==================== design 1
**Design 1: logic cells by family**

Scale: 1.5 px per um.
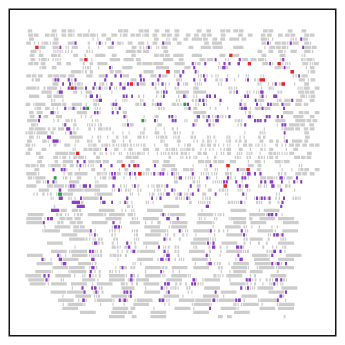
**Design 1: the metal 3 layer**

Scale: 2 px per um.
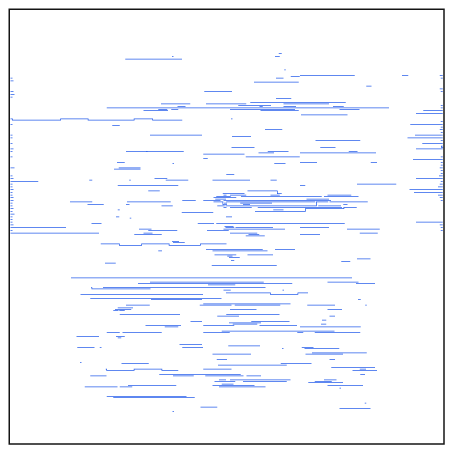
**Design 1: track usage over the die**

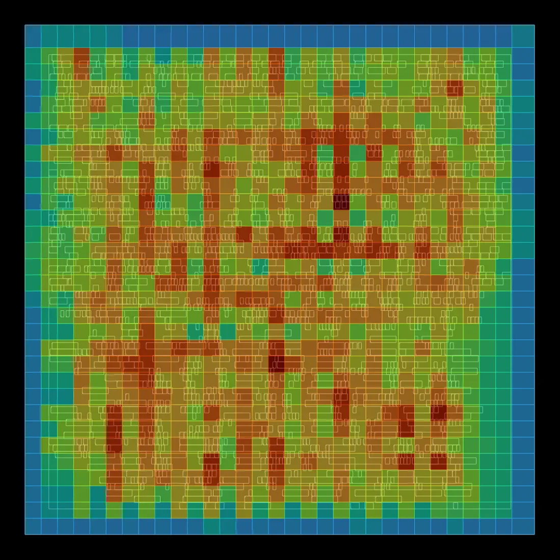
**config.mk**
```make
export PLATFORM = sky130hd
export DESIGN_NAME = branch_unit
export DESIGN_NICKNAME = d
export VERILOG_FILES = /design/src/rtl/branch_unit.sv
export SDC_FILE = /design/constraint.sdc
export NUM_CORES = 1
export LEC_CHECK = 0
export ABC_AREA = 1
export CAP_MARGIN = 20
export CORE_MARGIN = 10
export CORE_UTILIZATION = 35
export DETAILED_ROUTE_END_ITERATION = 8
export MAX_ROUTING_LAYER = met4
export PLACE_DENSITY_LB_ADDON = 0.05
export SLEW_MARGIN = 30
export SYNTH_ARGS = -nofsm -noshare
export SYNTH_HDL_FRONTEND = slang
export SYNTH_SLANG_ARGS = --single-unit
export TNS_END_PERCENT = 5
```
**constraint.sdc**
```tcl
create_clock -name clk -period 6.88 [get_ports clk]
set_input_delay 1.376 -clock clk [delete_from_list [all_inputs] [get_ports clk]]
set_output_delay 1.376 -clock clk [all_outputs]
set_load 0.1 [all_outputs]
```
**src/rtl/branch_unit.sv**
```systemverilog
// branch_unit: RV32I branch resolution + BHT prediction; `define BRANCH_PERF_EN adds branch/mispredict perf counters
module branch_unit #(
   parameter int XLEN        = 32,
   parameter int BHT_ENTRIES = 64,
   parameter int CTR_BITS    = 2
) (
   input  logic            clk,
   input  logic            reset,
   input  logic            f_valid,
   input  logic [XLEN-1:0] f_pc,
   output logic            f_pred_valid,
   output logic            f_pred_taken,
   input  logic            ex_valid,
   input  logic [6:0]      ex_opcode,
   input  logic [2:0]      ex_funct3,
   input  logic [XLEN-1:0] ex_pc,
   input  logic [XLEN-1:0] ex_rs1,
   input  logic [XLEN-1:0] ex_rs2,
   input  logic [XLEN-1:0] ex_imm,
   input  logic            ex_pred_taken,
   output logic            br_valid,
   output logic            br_taken,
   output logic [XLEN-1:0] br_target,
   output logic            br_mispredict,
`ifdef BRANCH_PERF_EN
   output logic [31:0]     perf_branches,
   output logic [31:0]     perf_mispredicts,
`endif
   output logic            init_done
);
   localparam int IDX = $clog2(BHT_ENTRIES);
   localparam logic [CTR_BITS-1:0] CTR_INIT = CTR_BITS'((1 << (CTR_BITS - 1)) - 1);
   typedef enum logic {INIT, RUN} state_t;
   state_t state, state_n;
   logic [IDX-1:0] init_ptr, init_ptr_n;
   logic [CTR_BITS-1:0] bht [BHT_ENTRIES];
   logic is_br, is_jal, is_jalr, ctl, br_ok, cond, taken, mis, upd;
   logic [XLEN-1:0] target;
   logic [IDX-1:0] f_idx, ex_idx;
   logic [CTR_BITS-1:0] ctr_cur, ctr_new, f_ctr;
   logic unused_f_pc;
   assign unused_f_pc = ^{f_pc[XLEN-1:IDX+2], f_pc[1:0]};
   assign init_done = state == RUN;
   always_ff @(posedge clk) begin
      if (reset) begin
         state    <= INIT;
         init_ptr <= '0;
      end else begin
         state    <= state_n;
         init_ptr <= init_ptr_n;
      end
   end
   always_comb begin
      state_n    = (state == INIT && init_ptr == IDX'(BHT_ENTRIES - 1)) ? RUN : state;
      init_ptr_n = (state == INIT) ? init_ptr + IDX'(1) : init_ptr;
   end
   assign is_br   = ex_opcode == 7'b1100011;
   assign is_jal  = ex_opcode == 7'b1101111;
   assign is_jalr = ex_opcode == 7'b1100111;
   assign ctl     = ex_valid && (is_br || is_jal || is_jalr);
   assign br_ok   = ex_funct3[2:1] != 2'b01;
   always_comb begin
      cond = (ex_funct3[2:1] == 2'b00) ? (ex_rs1 == ex_rs2) ^ ex_funct3[0] :
             (ex_funct3[2:1] == 2'b10) ? ($signed(ex_rs1) < $signed(ex_rs2)) ^ ex_funct3[0] :
             (ex_funct3[2:1] == 2'b11) ? (ex_rs1 < ex_rs2) ^ ex_funct3[0] : 1'b0;
      taken  = is_br ? cond : 1'b1;
      target = is_jalr ? (ex_rs1 + ex_imm) & ~XLEN'(1) :
               taken   ? ex_pc + ex_imm : ex_pc + XLEN'(4);
      mis    = is_br ? taken ^ ex_pred_taken : 1'b1;
   end
   // Counter update path; fetch sees the post-update value when it hits the same entry
   assign f_idx   = f_pc[IDX+1:2];
   assign ex_idx  = ex_pc[IDX+1:2];
   assign upd     = ex_valid && is_br && br_ok && state == RUN;
   assign ctr_cur = bht[ex_idx];
   assign ctr_new = cond ? ((&ctr_cur) ? ctr_cur : ctr_cur + CTR_BITS'(1)) :
                           ((|ctr_cur) ? ctr_cur - CTR_BITS'(1) : ctr_cur);
   assign f_ctr   = (upd && ex_idx == f_idx) ? ctr_new : bht[f_idx];
   always_ff @(posedge clk) begin
      if (!reset) begin
         if (state == INIT)
            bht[init_ptr] <= CTR_INIT;
         else if (upd)
            bht[ex_idx] <= ctr_new;
      end
   end
   always_ff @(posedge clk) begin
      if (reset) begin
         f_pred_valid  <= 1'b0;
         f_pred_taken  <= 1'b0;
         br_valid      <= 1'b0;
         br_taken      <= 1'b0;
         br_target     <= '0;
         br_mispredict <= 1'b0;
      end else begin
         f_pred_valid  <= f_valid;
         f_pred_taken  <= f_valid && state == RUN && f_ctr[CTR_BITS-1];
         br_valid      <= ctl;
         br_taken      <= ctl && taken;
         br_target     <= ctl ? target : '0;
         br_mispredict <= ctl && mis;
      end
   end
`ifdef BRANCH_PERF_EN
   always_ff @(posedge clk) begin
      if (reset) begin
         perf_branches    <= '0;
         perf_mispredicts <= '0;
      end else if (ex_valid && is_br) begin
         perf_branches <= perf_branches + {31'd0, ~&perf_branches};
         if (mis)
            perf_mispredicts <= perf_mispredicts + {31'd0, ~&perf_mispredicts};
      end
   end
`endif
endmodule

```
==> impl_metrics.json <==
{
  "outcome": "complete, no violations",
  "inv_count": 185,
  "yosys-stat-area_sq_mm": 0.0135,
  "io_buffers": 186,
  "slowest_stage": "nor4_2",
  "synthTopLogicFamily": "simple AND/OR/NAND/NOR gates",
  "power_frac_seq": 0.391,
  "relSlewSlack": 0.310,
  "post_cts_resize_count": 0,
  "fa_ha_area_frac": 0.0908,
  "synth_area_per_cell_sq_um": 7.27,
  "clk_share": 0.0330,
  "power_uw": 2830,
  "finalSetupViolCount": 0,
  "seq_share": 0.288,
  "synthCells": 1862,
  "worstPathCellList": "clkdlybuf4s50_1 -> inv_1 -> ha_1 -> nand2_1 -> nor2_1 -> nand2_1 -> nor4_2 -> nand2_1 -> nand2_1 -> nand2_1 -> nand3_1 -> buf_4 -> nand2_1 -> o21ai_0 -> nand2_1 -> buf_12",
  "p_leak_uw": 0.00701,
  "die_x_um": 217,
  "tool_warnings": 52,
  "postRouteAntennaNets": 0,
  "grt_pass1_vias": 12900,
  "grt_pass1_wl_mm": 80.3,
  "antennaDiodeCount": 0,
  "die-area_sq_mm": 0.0469,
  "worstPathMaxFanout": 48
}
Notes on 'logic cells by family' of design 1 above:
legend:
  AND and OR gates:
    color: green
    cells: 5
  AND-OR and OR-AND gates:
    color: red
    cells: 18
  inverting AOI/OAI gates:
    color: purple
    cells: 337
    where: all over the die
Cell Count, Final, Fillers Out: 2549
Commonest Layout Cell: nand2_1
multi-input combinational area share: 0.480

Notes on 'the metal 3 layer' of design 1 above:
main direction: horizontal
share of all routed wire: 7.6%
Total Routed Length: 54.0 mm
Via Count: 13800

Notes on 'track usage over the die' of design 1 above:
final core utilization: 0.433
met3 Use GR: 0.0464
met2 Use GR: 0.334
met1 Usage GRT: 0.324
overall routing resource usage: 0.231

tightest hold or removal path, delay by kind of cell, from the launching register on:
| family | cells | cell delay, ns |
|---|---|---|
| DFF | 1 | 0.32 |
| buffers and inverters | 1 | 0.08 |
| AOI/OAI and AO/OA | 1 | 0.06 |
flip-flops by register name, summed over array words and instances (netlist names):
signal         flops
bht              128
br_mispredict      1
br_taken           1
br_target         32
br_valid           1
f_pred_taken       1
f_pred_valid       1
init_done          1
init_ptr           6

==================== design 2
**Design 2: cell sizes after repair**

Scale: 6 px per um.
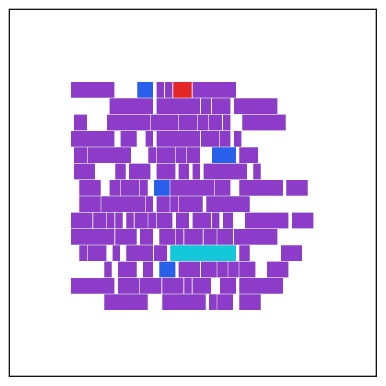
**Design 2: logic cells by family**

Scale: 6 px per um.
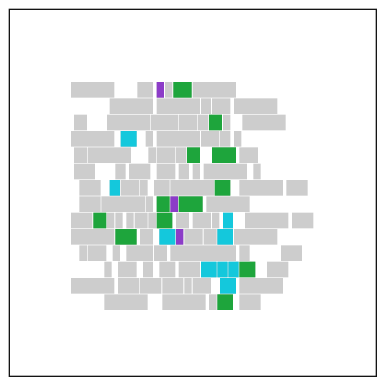
**Design 2: the metal 3 layer**

Scale: 8 px per um.
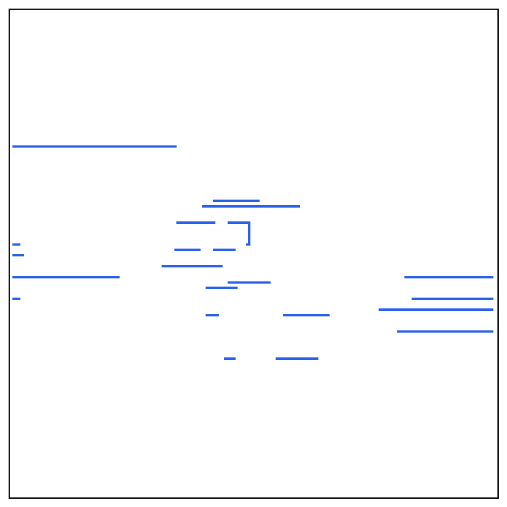
## config.mk

```make
export PLATFORM = sky130hd
export DESIGN_NAME = debounce_filter
export DESIGN_NICKNAME = d
export VERILOG_FILES = /design/src/rtl/debounce_filter.sv
export SDC_FILE = /design/constraint.sdc
export NUM_CORES = 1
export LEC_CHECK = 0
export CAP_MARGIN = 20
export CORE_MARGIN = 10
export CORE_UTILIZATION = 55
export CTS_CLUSTER_SIZE = 16
export DETAILED_ROUTE_END_ITERATION = 8
export PLACE_DENSITY = 0.92
export SLEW_MARGIN = 10
export SYNTH_ARGS = -nofsm -noshare
export SYNTH_HDL_FRONTEND = slang
export SYNTH_SLANG_ARGS = --single-unit
export TNS_END_PERCENT = 10
```

## constraint.sdc

```tcl
create_clock -name clk -period 5.94 [get_ports clk]
set_clock_uncertainty 0.05 [all_clocks]
set_input_delay 1.188 -clock clk [delete_from_list [all_inputs] [get_ports clk]]
set_output_delay 1.188 -clock clk [all_outputs]
set_load 0.02 [all_outputs]
```

## src/rtl/debounce_filter.sv

```systemverilog
// Debounce filter: 2-flop synchroniser followed by a consecutive-sample
// qualification FSM. Emits a clean level, one-cycle rise/fall strobes and a
// wrap-around count of accepted rising edges. All outputs are registered.
module debounce_filter #(
    parameter int unsigned STABLE_CYCLES = 4,
    parameter int unsigned CNT_W         = 8
) (
    input  logic             clk,
    input  logic             rst,
    input  logic             a,
    output logic             y,
    output logic             rise,
    output logic             fall,
    output logic [CNT_W-1:0] edge_count
);

    typedef enum logic {StIdle, StCheck} state_t;

    localparam logic [7:0]       CntLast = 8'(STABLE_CYCLES - 1);
    localparam logic [CNT_W-1:0] CntOne  = {{(CNT_W-1){1'b0}}, 1'b1};

    logic s1, s2;
    state_t state_q, state_d;
    logic [7:0] cnt_q, cnt_d;
    logic y_d, rise_d, fall_d;
    logic [CNT_W-1:0] edge_count_d;

    // Two-flop synchroniser for the asynchronous raw input.
    always_ff @(posedge clk) begin
        if (rst) begin
            s1 <= 1'b0;
            s2 <= 1'b0;
        end else begin
            s1 <= a;
            s2 <= s1;
        end
    end

    // Filter state and output registers; reset discards any qualification.
    always_ff @(posedge clk) begin
        if (rst) begin
            state_q    <= StIdle;
            cnt_q      <= 8'd0;
            y          <= 1'b0;
            rise       <= 1'b0;
            fall       <= 1'b0;
            edge_count <= '0;
        end else begin
            state_q    <= state_d;
            cnt_q      <= cnt_d;
            y          <= y_d;
            rise       <= rise_d;
            fall       <= fall_d;
            edge_count <= edge_count_d;
        end
    end

    // Next-state logic: time a disagreeing level, restart on any bounce.
    always_comb begin
        state_d      = state_q;
        cnt_d        = cnt_q;
        y_d          = y;
        rise_d       = 1'b0;
        fall_d       = 1'b0;
        edge_count_d = edge_count;

        unique case (state_q)
            StIdle: begin
                if (s2 != y) begin
                    state_d = StCheck;
                    cnt_d   = 8'd1;
                end else begin
                    cnt_d = 8'd0;
                end
            end
            StCheck: begin
                if (s2 == y) begin
                    state_d = StIdle;
                    cnt_d   = 8'd0;
                end else if (cnt_q == CntLast) begin
                    state_d = StIdle;
                    cnt_d   = 8'd0;
                    y_d     = ~y;
                    if (!y) begin
                        rise_d       = 1'b1;
                        edge_count_d = edge_count + CntOne;
                    end else begin
                        fall_d = 1'b1;
                    end
                end else begin
                    cnt_d = cnt_q + 8'd1;
                end
            end
            default: begin
                state_d = StIdle;
                cnt_d   = 8'd0;
            end
        endcase
    end

endmodule

```

==> impl_metrics.json <==
{
  "synth_area_per_cell_sq_um": 9.40,
  "hold_depth": 1,
  "ys_sh_xor": 0.105,
  "core-area_sq_mm": 0.00154,
  "start_kind": "flop",
  "hold_viol": 0,
  "whs_ns": 0.420,
  "grt_busiest_layer": "met2",
  "dp.cells": 124,
  "outcome": "complete, no violations",
  "htreeDepth": 1,
  "use_met2": 0.198,
  "simple_gate_area_frac": 0.283,
  "fin_setup_tns_ns": 0,
  "drtPass1Iterations": 4,
  "place_congestion": 0.776,
  "die_x_um": 60.9,
  "postRouteAntennaNets": 0,
  "synthTopCellsByCount": "22 x dfxtp_1, 15 x nor2_1, 7 x nand3_1",
  "top_layer": "met4",
  "r2r-start": "cnt_q[0]$_SDFF_PP0_",
  "seq_area_sq_um": 440
}
About 'cell sizes after repair' of design 2:
legend:
  drive 2:
    color: red
    cells: 1
    most_used: or3b_2
  drive 3 to 4:
    color: blue
    cells: 4
    most_used: clkbuf_4
  drive 1 or less:
    color: purple
    cells: 106
    most_used: dfxtp_1
  drive 6 and up:
    color: cyan
    cells: 1
    most_used: bufinv_16
final instance area: 0.00110 sq mm
final worst setup slack: 3.30 ns
area growth from synthesis to layout: 19.8%
non-clock buffer count: 13

About 'logic cells by family' of design 2:
legend:
  inverting AOI/OAI gates:
    color: cyan
    cells: 9
  inverters:
    color: purple
    cells: 3
  AND and OR gates:
    color: green
    cells: 12
    where: center
Commonest Layout Cell: dfxtp_1
multi-input combinational area share: 0.407
Cell Count, Final, Fillers Out: 128

About 'the metal 3 layer' of design 2:
main direction: horizontal
nets with wire on the layer: 18
Total Routed Length: 1.99 mm
met3 Use GR: 0.0438
Via Count: 758

layout make-up:
type / instances / area share
multi-input combinational: 70 / 0.407
sequential: 22 / 0.399
timing repair buffer: 13 / 0.118
clock inverter: 1 / 0.0272
clock buffer: 3 / 0.0204
tap: 16 / 0.0181
inverter: 3 / 0.0102
power by group:
group	internal [uW]	switching [uW]	leakage [uW]
Sequential	149	0.935	0.000178
Clock	68.3	46.6	0.0000279
Combinational	2.12	2.43	0.000177
sequential cells by signal, summed over array words and instances, names as in the netlist:
register,count
edge_count,8
cnt_q,8
state_q,1
rise,1
y,1
s1,1
fall,1
s2,1

==================== design 3
### src/rtl/kernel_pkg.sv
// Shared types and window geometry for the Zhang-Suen kernel units.
// Window bit k holds neighbour P(k+1); nb_offset gives its address offset from the centre.
package kernel_pkg;

    typedef logic [7:0] pixel_t;
    typedef logic [8:0] window_t;

    localparam int N_DEFAULT = 8;

    localparam int P1 = 0;
    localparam int P2 = 1;
    localparam int P3 = 2;
    localparam int P4 = 3;
    localparam int P5 = 4;
    localparam int P6 = 5;
    localparam int P7 = 6;
    localparam int P8 = 7;
    localparam int P9 = 8;

    function automatic int nb_offset(input int k, input int n);
        int off;
        case (k)
            P1:      off = 0;
            P2:      off = -n;
            P3:      off = -n + 1;
            P4:      off = 1;
            P5:      off = n + 1;
            P6:      off = n;
            P7:      off = n - 1;
            P8:      off = -1;
            P9:      off = -n - 1;
            default: off = 0;
        endcase
        return off;
    endfunction

endpackage

### src/rtl/kernel_ram_if.sv
// Shared pixel write bus plus per-unit evaluate strobe and result.
import kernel_pkg::*;

interface kernel_ram_if #(
    parameter int ADDR_W = 7
);
    logic              we;
    logic              re;
    logic [ADDR_W-1:0] addr;
    pixel_t            data_in;
    pixel_t            result;

    modport master (output we, output re, output addr, output data_in, input result);
    modport slave  (input we, input re, input addr, input data_in, output result);
endinterface

### src/rtl/kernel_ram_thin.sv
// Combinational Zhang-Suen deletion test on a captured 3x3 window.
import kernel_pkg::*;

module zs_thin_cond #(
    parameter int SUBITER = 0
) (
    input  window_t i_win,
    output logic    o_del
);
    logic [3:0] w_b;
    logic [2:0] w_a;
    logic       w_prod_ok;

    // Neighbour popcount B and 0->1 transition count A around the ring P2..P9,P2.
    always_comb begin
        w_b = 4'd0;
        w_a = 3'd0;
        for (int i = P2; i <= P9; i++) begin
            w_b = w_b + {3'b000, i_win[i]};
        end
        for (int i = P2; i <= P9; i++) begin
            if (!i_win[i] && i_win[(i == P9) ? P2 : i + 1]) begin
                w_a = w_a + 3'd1;
            end else begin
                w_a = w_a;
            end
        end
    end

    generate
        if (SUBITER == 0) begin : g_sub0
            assign w_prod_ok = !(i_win[P2] & i_win[P4] & i_win[P6]) &&
                               !(i_win[P4] & i_win[P6] & i_win[P8]);
        end else begin : g_sub1
            assign w_prod_ok = !(i_win[P2] & i_win[P4] & i_win[P8]) &&
                               !(i_win[P2] & i_win[P6] & i_win[P8]);
        end
    endgenerate

    assign o_del = i_win[P1] && (w_b >= 4'd2) && (w_b <= 4'd6) && (w_a == 3'd1) && w_prod_ok;

endmodule

### src/rtl/kernel_ram.sv
// Per-pixel thinning unit: snoops the pixel bus, captures its 3x3 window and
// on re registers the kept centre byte or 0. PADDED units always output 0.
import kernel_pkg::*;

module kernel_ram #(
    parameter int N       = N_DEFAULT,
    parameter int ADDR_W  = 7,
    parameter int PADDED  = 0,
    parameter int SUBITER = 0
) (
    input  logic              clk,
    input  logic              rst_n,
    input  logic [ADDR_W-1:0] index,
    kernel_ram_if.slave       bus
);
    pixel_t r_result;

    assign bus.result = r_result;

    generate
        if (PADDED == 0) begin : g_interior
            localparam logic signed [ADDR_W:0] LAST = (ADDR_W + 1)'(N * N - 1);

            window_t r_win;
            window_t r_mask;
            pixel_t  r_centre;
            window_t w_win_nx;
            window_t w_mask_nx;
            window_t w_hit;
            pixel_t  w_next;
            logic    w_new_frame;
            logic    w_del;

            // Out-of-image neighbour positions (negative or past the last pixel) never match.
            for (genvar k = 0; k < 9; k++) begin : g_win
                localparam logic signed [ADDR_W:0] OFF = (ADDR_W + 1)'(nb_offset(k, N));
                logic signed [ADDR_W:0] w_pos;
                assign w_pos    = $signed({1'b0, index}) + OFF;
                assign w_hit[k] = bus.we && (w_pos[ADDR_W] == 1'b0) && (w_pos <= LAST) &&
                                  (w_pos[ADDR_W-1:0] == bus.addr);
            end

            assign w_new_frame = bus.we && (bus.addr == {ADDR_W{1'b0}});

            // Next window/mask: optional frame clear, then this cycle's capture.
            always_comb begin
                if (w_new_frame) begin
                    w_win_nx  = 9'h000;
                    w_mask_nx = 9'h000;
                end else begin
                    w_win_nx  = r_win;
                    w_mask_nx = r_mask;
                end
                for (int k = 0; k < 9; k++) begin
                    if (w_hit[k]) begin
                        w_win_nx[k]  = (bus.data_in != 8'h00);
                        w_mask_nx[k] = 1'b1;
                    end else begin
                        w_win_nx[k]  = w_win_nx[k];
                        w_mask_nx[k] = w_mask_nx[k];
                    end
                end
            end

            zs_thin_cond #(.SUBITER(SUBITER)) u_cond (
                .i_win (r_win),
                .o_del (w_del)
            );

            // Decision from the pre-edge window; incomplete windows yield 0.
            always_comb begin
                if (r_mask != 9'h1FF) begin
                    w_next = 8'h00;
                end else if (!r_win[P1] || w_del) begin
                    w_next = 8'h00;
                end else begin
                    w_next = r_centre;
                end
            end

            // Capture state, centre byte and result register.
            always_ff @(posedge clk or negedge rst_n) begin
                if (!rst_n) begin
                    r_win    <= 9'h000;
                    r_mask   <= 9'h000;
                    r_centre <= 8'h00;
                    r_result <= 8'h00;
                end else begin
                    r_win  <= w_win_nx;
                    r_mask <= w_mask_nx;
                    if (bus.we && (bus.addr == index)) begin
                        r_centre <= bus.data_in;
                    end
                    if (bus.re) begin
                        r_result <= w_next;
                    end
                end
            end
        end else begin : g_padded
            logic w_unused_bus;
            assign w_unused_bus = ^{bus.we, bus.re, bus.addr, bus.data_in, index};

            // Border units hold a constant zero result.
            always_ff @(posedge clk or negedge rst_n) begin
                if (!rst_n) begin
                    r_result <= 8'h00;
                end else begin
                    r_result <= 8'h00;
                end
            end
        end
    endgenerate

endmodule

### src/flat_wrapper.sv
// flat-port wrapper written by rule: the top's interface ports become plain ports
module kernel_ram_flat 
#(
    parameter int N       = N_DEFAULT,
    parameter int ADDR_W  = 7,
    parameter int PADDED  = 0,
    parameter int SUBITER = 0
)
  (clk, rst_n, index, bus_we, bus_re, bus_addr, bus_data_in, bus_result);
  kernel_ram_if #(.ADDR_W(ADDR_W)) bus_i ();
  input  logic clk;
  input  logic rst_n;
  input  logic [ADDR_W-1:0] index;
  input wire logic [$bits(bus_i.we)-1:0] bus_we;
  input wire logic [$bits(bus_i.re)-1:0] bus_re;
  input wire logic [$bits(bus_i.addr)-1:0] bus_addr;
  input wire logic [$bits(bus_i.data_in)-1:0] bus_data_in;
  output wire logic [$bits(bus_i.result)-1:0] bus_result;
  assign bus_i.we = bus_we;
  assign bus_i.re = bus_re;
  assign bus_i.addr = bus_addr;
  assign bus_i.data_in = bus_data_in;
  assign bus_result = bus_i.result;
  kernel_ram #(.N(N), .ADDR_W(ADDR_W), .PADDED(PADDED), .SUBITER(SUBITER)) u_core (.clk(clk), .rst_n(rst_n), .index(index), .bus(bus_i));
endmodule
### config.mk
export PLATFORM = sky130hd
export DESIGN_NAME = kernel_ram_flat
export DESIGN_NICKNAME = d
export VERILOG_FILES = /design/src/rtl/kernel_pkg.sv /design/src/rtl/kernel_ram_if.sv /design/src/rtl/kernel_ram_thin.sv /design/src/rtl/kernel_ram.sv /design/src/flat_wrapper.sv
export SDC_FILE = /design/constraint.sdc
export NUM_CORES = 1
export LEC_CHECK = 0
export CAP_MARGIN = 10
export CORE_MARGIN = 3
export CORE_UTILIZATION = 52
export CTS_BUF_LIST = sky130_fd_sc_hd__clkbuf_16
export CTS_CLUSTER_DIAMETER = 40
export DETAILED_ROUTE_END_ITERATION = 6
export PLACE_DENSITY = 0.88
export SYNTH_ARGS = -nofsm -noshare
export SYNTH_HDL_FRONTEND = slang
export SYNTH_SLANG_ARGS = --single-unit
### constraint.sdc
create_clock -name clk -period 4.4 [get_ports clk]
set_input_delay 0.88 -clock clk [delete_from_list [all_inputs] [get_ports clk]]
set_output_delay 0.88 -clock clk [all_outputs]
set_load 0.02 [all_outputs]
==> impl_metrics.json <==
{
  "yosys-top-cells-area": "dfrtp_1 27%, ha_1 6.3%, a21oi_1 4.3%",
  "violations": "negative setup slack",
  "num_rows": 27,
  "worstSetupEndpointType": "flop",
  "finalCriticalPeriod_ns": 4.88,
  "synth-async-reset-ratio": 1.00,
  "finalSetupViolCount": 8,
  "cp-endpoint": "u_core.bus.result[3]$_DFFE_PN0P_",
  "logic_area_sq_mm": 0.00230,
  "largest_cell_class": "multi-input combinational cells",
  "nWellTaps": 72,
  "fin_ws_ns": -0.485,
  "power_switching_uw": 542,
  "numCtsBuffers": 5,
  "power_frac_seq": 0.262,
  "gr-total-overflow": 0,
  "fill_cells": 396,
  "synthTopLogicFamily": "simple AND/OR/NAND/NOR gates",
  "hold_viol": 0,
  "power_uw": 1500,
  "p_leak_uw": 0.00174,
  "power_frac_comb": 0.428,
  "outcome": "complete, but fails checks",
  "areaGrowthSynthToFinish_pct": 27.2,
  "fa_ha_area_frac": 0.0882,
  "grt_max_degree": 35
}
[state kept, by name, indices dropped and copies added (netlist names)]
| name | flops |
|---|---|
| u_core.g_interior.r_mask | 9 |
| u_core.g_interior.r_centre | 8 |
| u_core.g_interior.r_win | 9 |
| u_core.bus.result | 8 |
[routing by layer]
layer	track usage	routed length, um	share of wire
met1	0.316	3580	0.38
met2	0.461	4780	0.51
met3	0.0540	688	0.074
met4	0.0775	303	0.032
met5	0	0	0
[timing repair]
item                                    4_1_cts  5_1_grt
resized                                      18        7
pin swaps                                    20       15
gates cloned                                  0        0
setup buffers                                 6        2
endpoints found under the setup margin        8        8
**Design 3: logic cells by family**

Scale: 4 px per um.
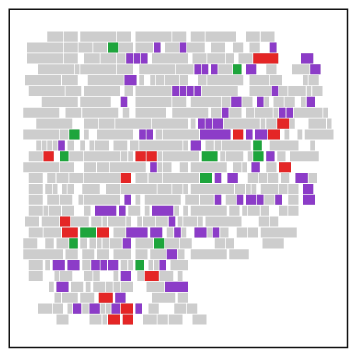
legend:
  inverting AOI/OAI gates:
    color: purple
    cells: 74
  AND and OR gates:
    color: green
    cells: 12
  AND-OR and OR-AND gates:
    color: red
    cells: 17
multi-input combinational area share: 0.569
Cell Count, Final, Fillers Out: 481

**Design 3: the metal 3 layer**

Scale: 6 px per um.
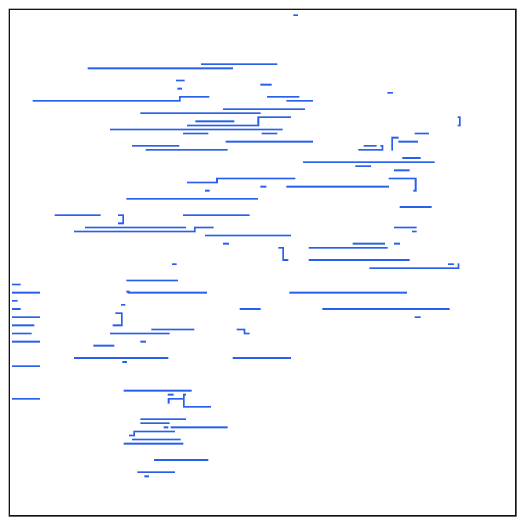
longest straight run: 28.5 um
main direction: horizontal
share of all routed wire: 7.4%
Total Routed Length: 9.35 mm
met3 Use GR: 0.0540
Via Count: 3099

**Design 3: track usage over the die**

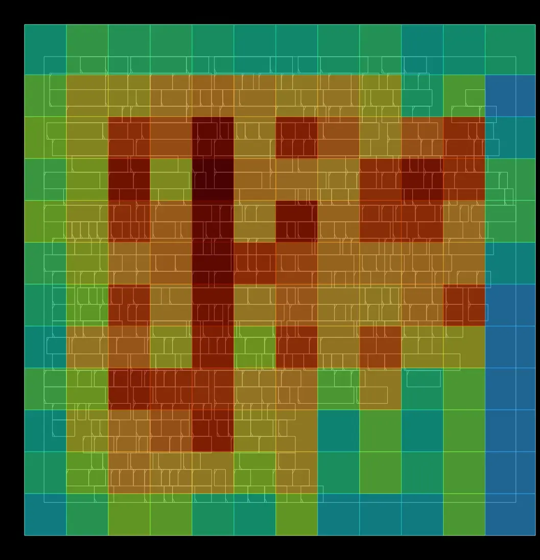
wire per inst: 19.4 um
overall routing resource usage: 0.260



## Gallery

Cell classes on the final placement.
(a)
Scale: 4 px per um. Fill, decap, tap and diode cells in gray.
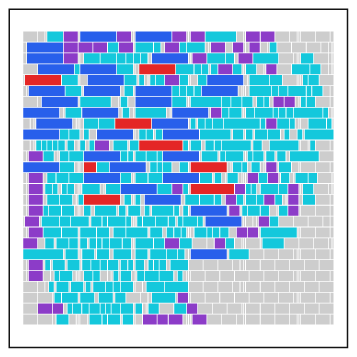
(b)
Scale: 1.5 px per um. Fill, decap, tap and diode cells in gray.
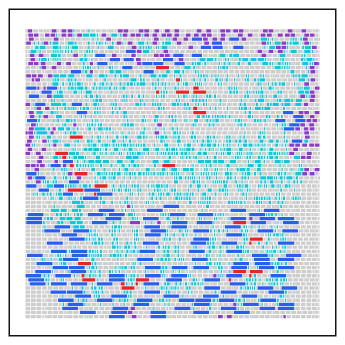
(c)
Scale: 6 px per um. Fill, decap, tap and diode cells in gray.
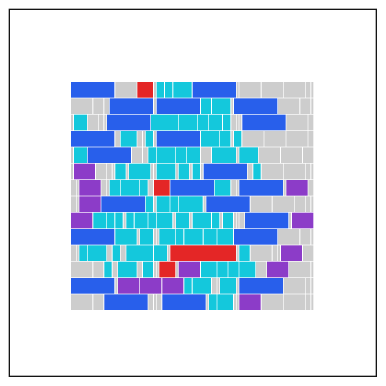
| picture | from |
|---|---|
| (a) | design 3 |
| (c) | design 2 |
| (b) | design 1 |
The one with the fewest cells is (c).

Key to (b):
legend:
  clock drivers and dummy loads:
    color: red
    cells: 31
    share_of_their_area: 3.4%
  other buffers and delay cells:
    color: purple
    cells: 200
    share_of_their_area: 12%
  all other logic:
    color: cyan
    cells: 1635
    share_of_their_area: 54%
  flip-flops:
    color: blue
    cells: 172
    share_of_their_area: 30%

Power figures rest on the tool's default switching activity, not on a simulated workload.
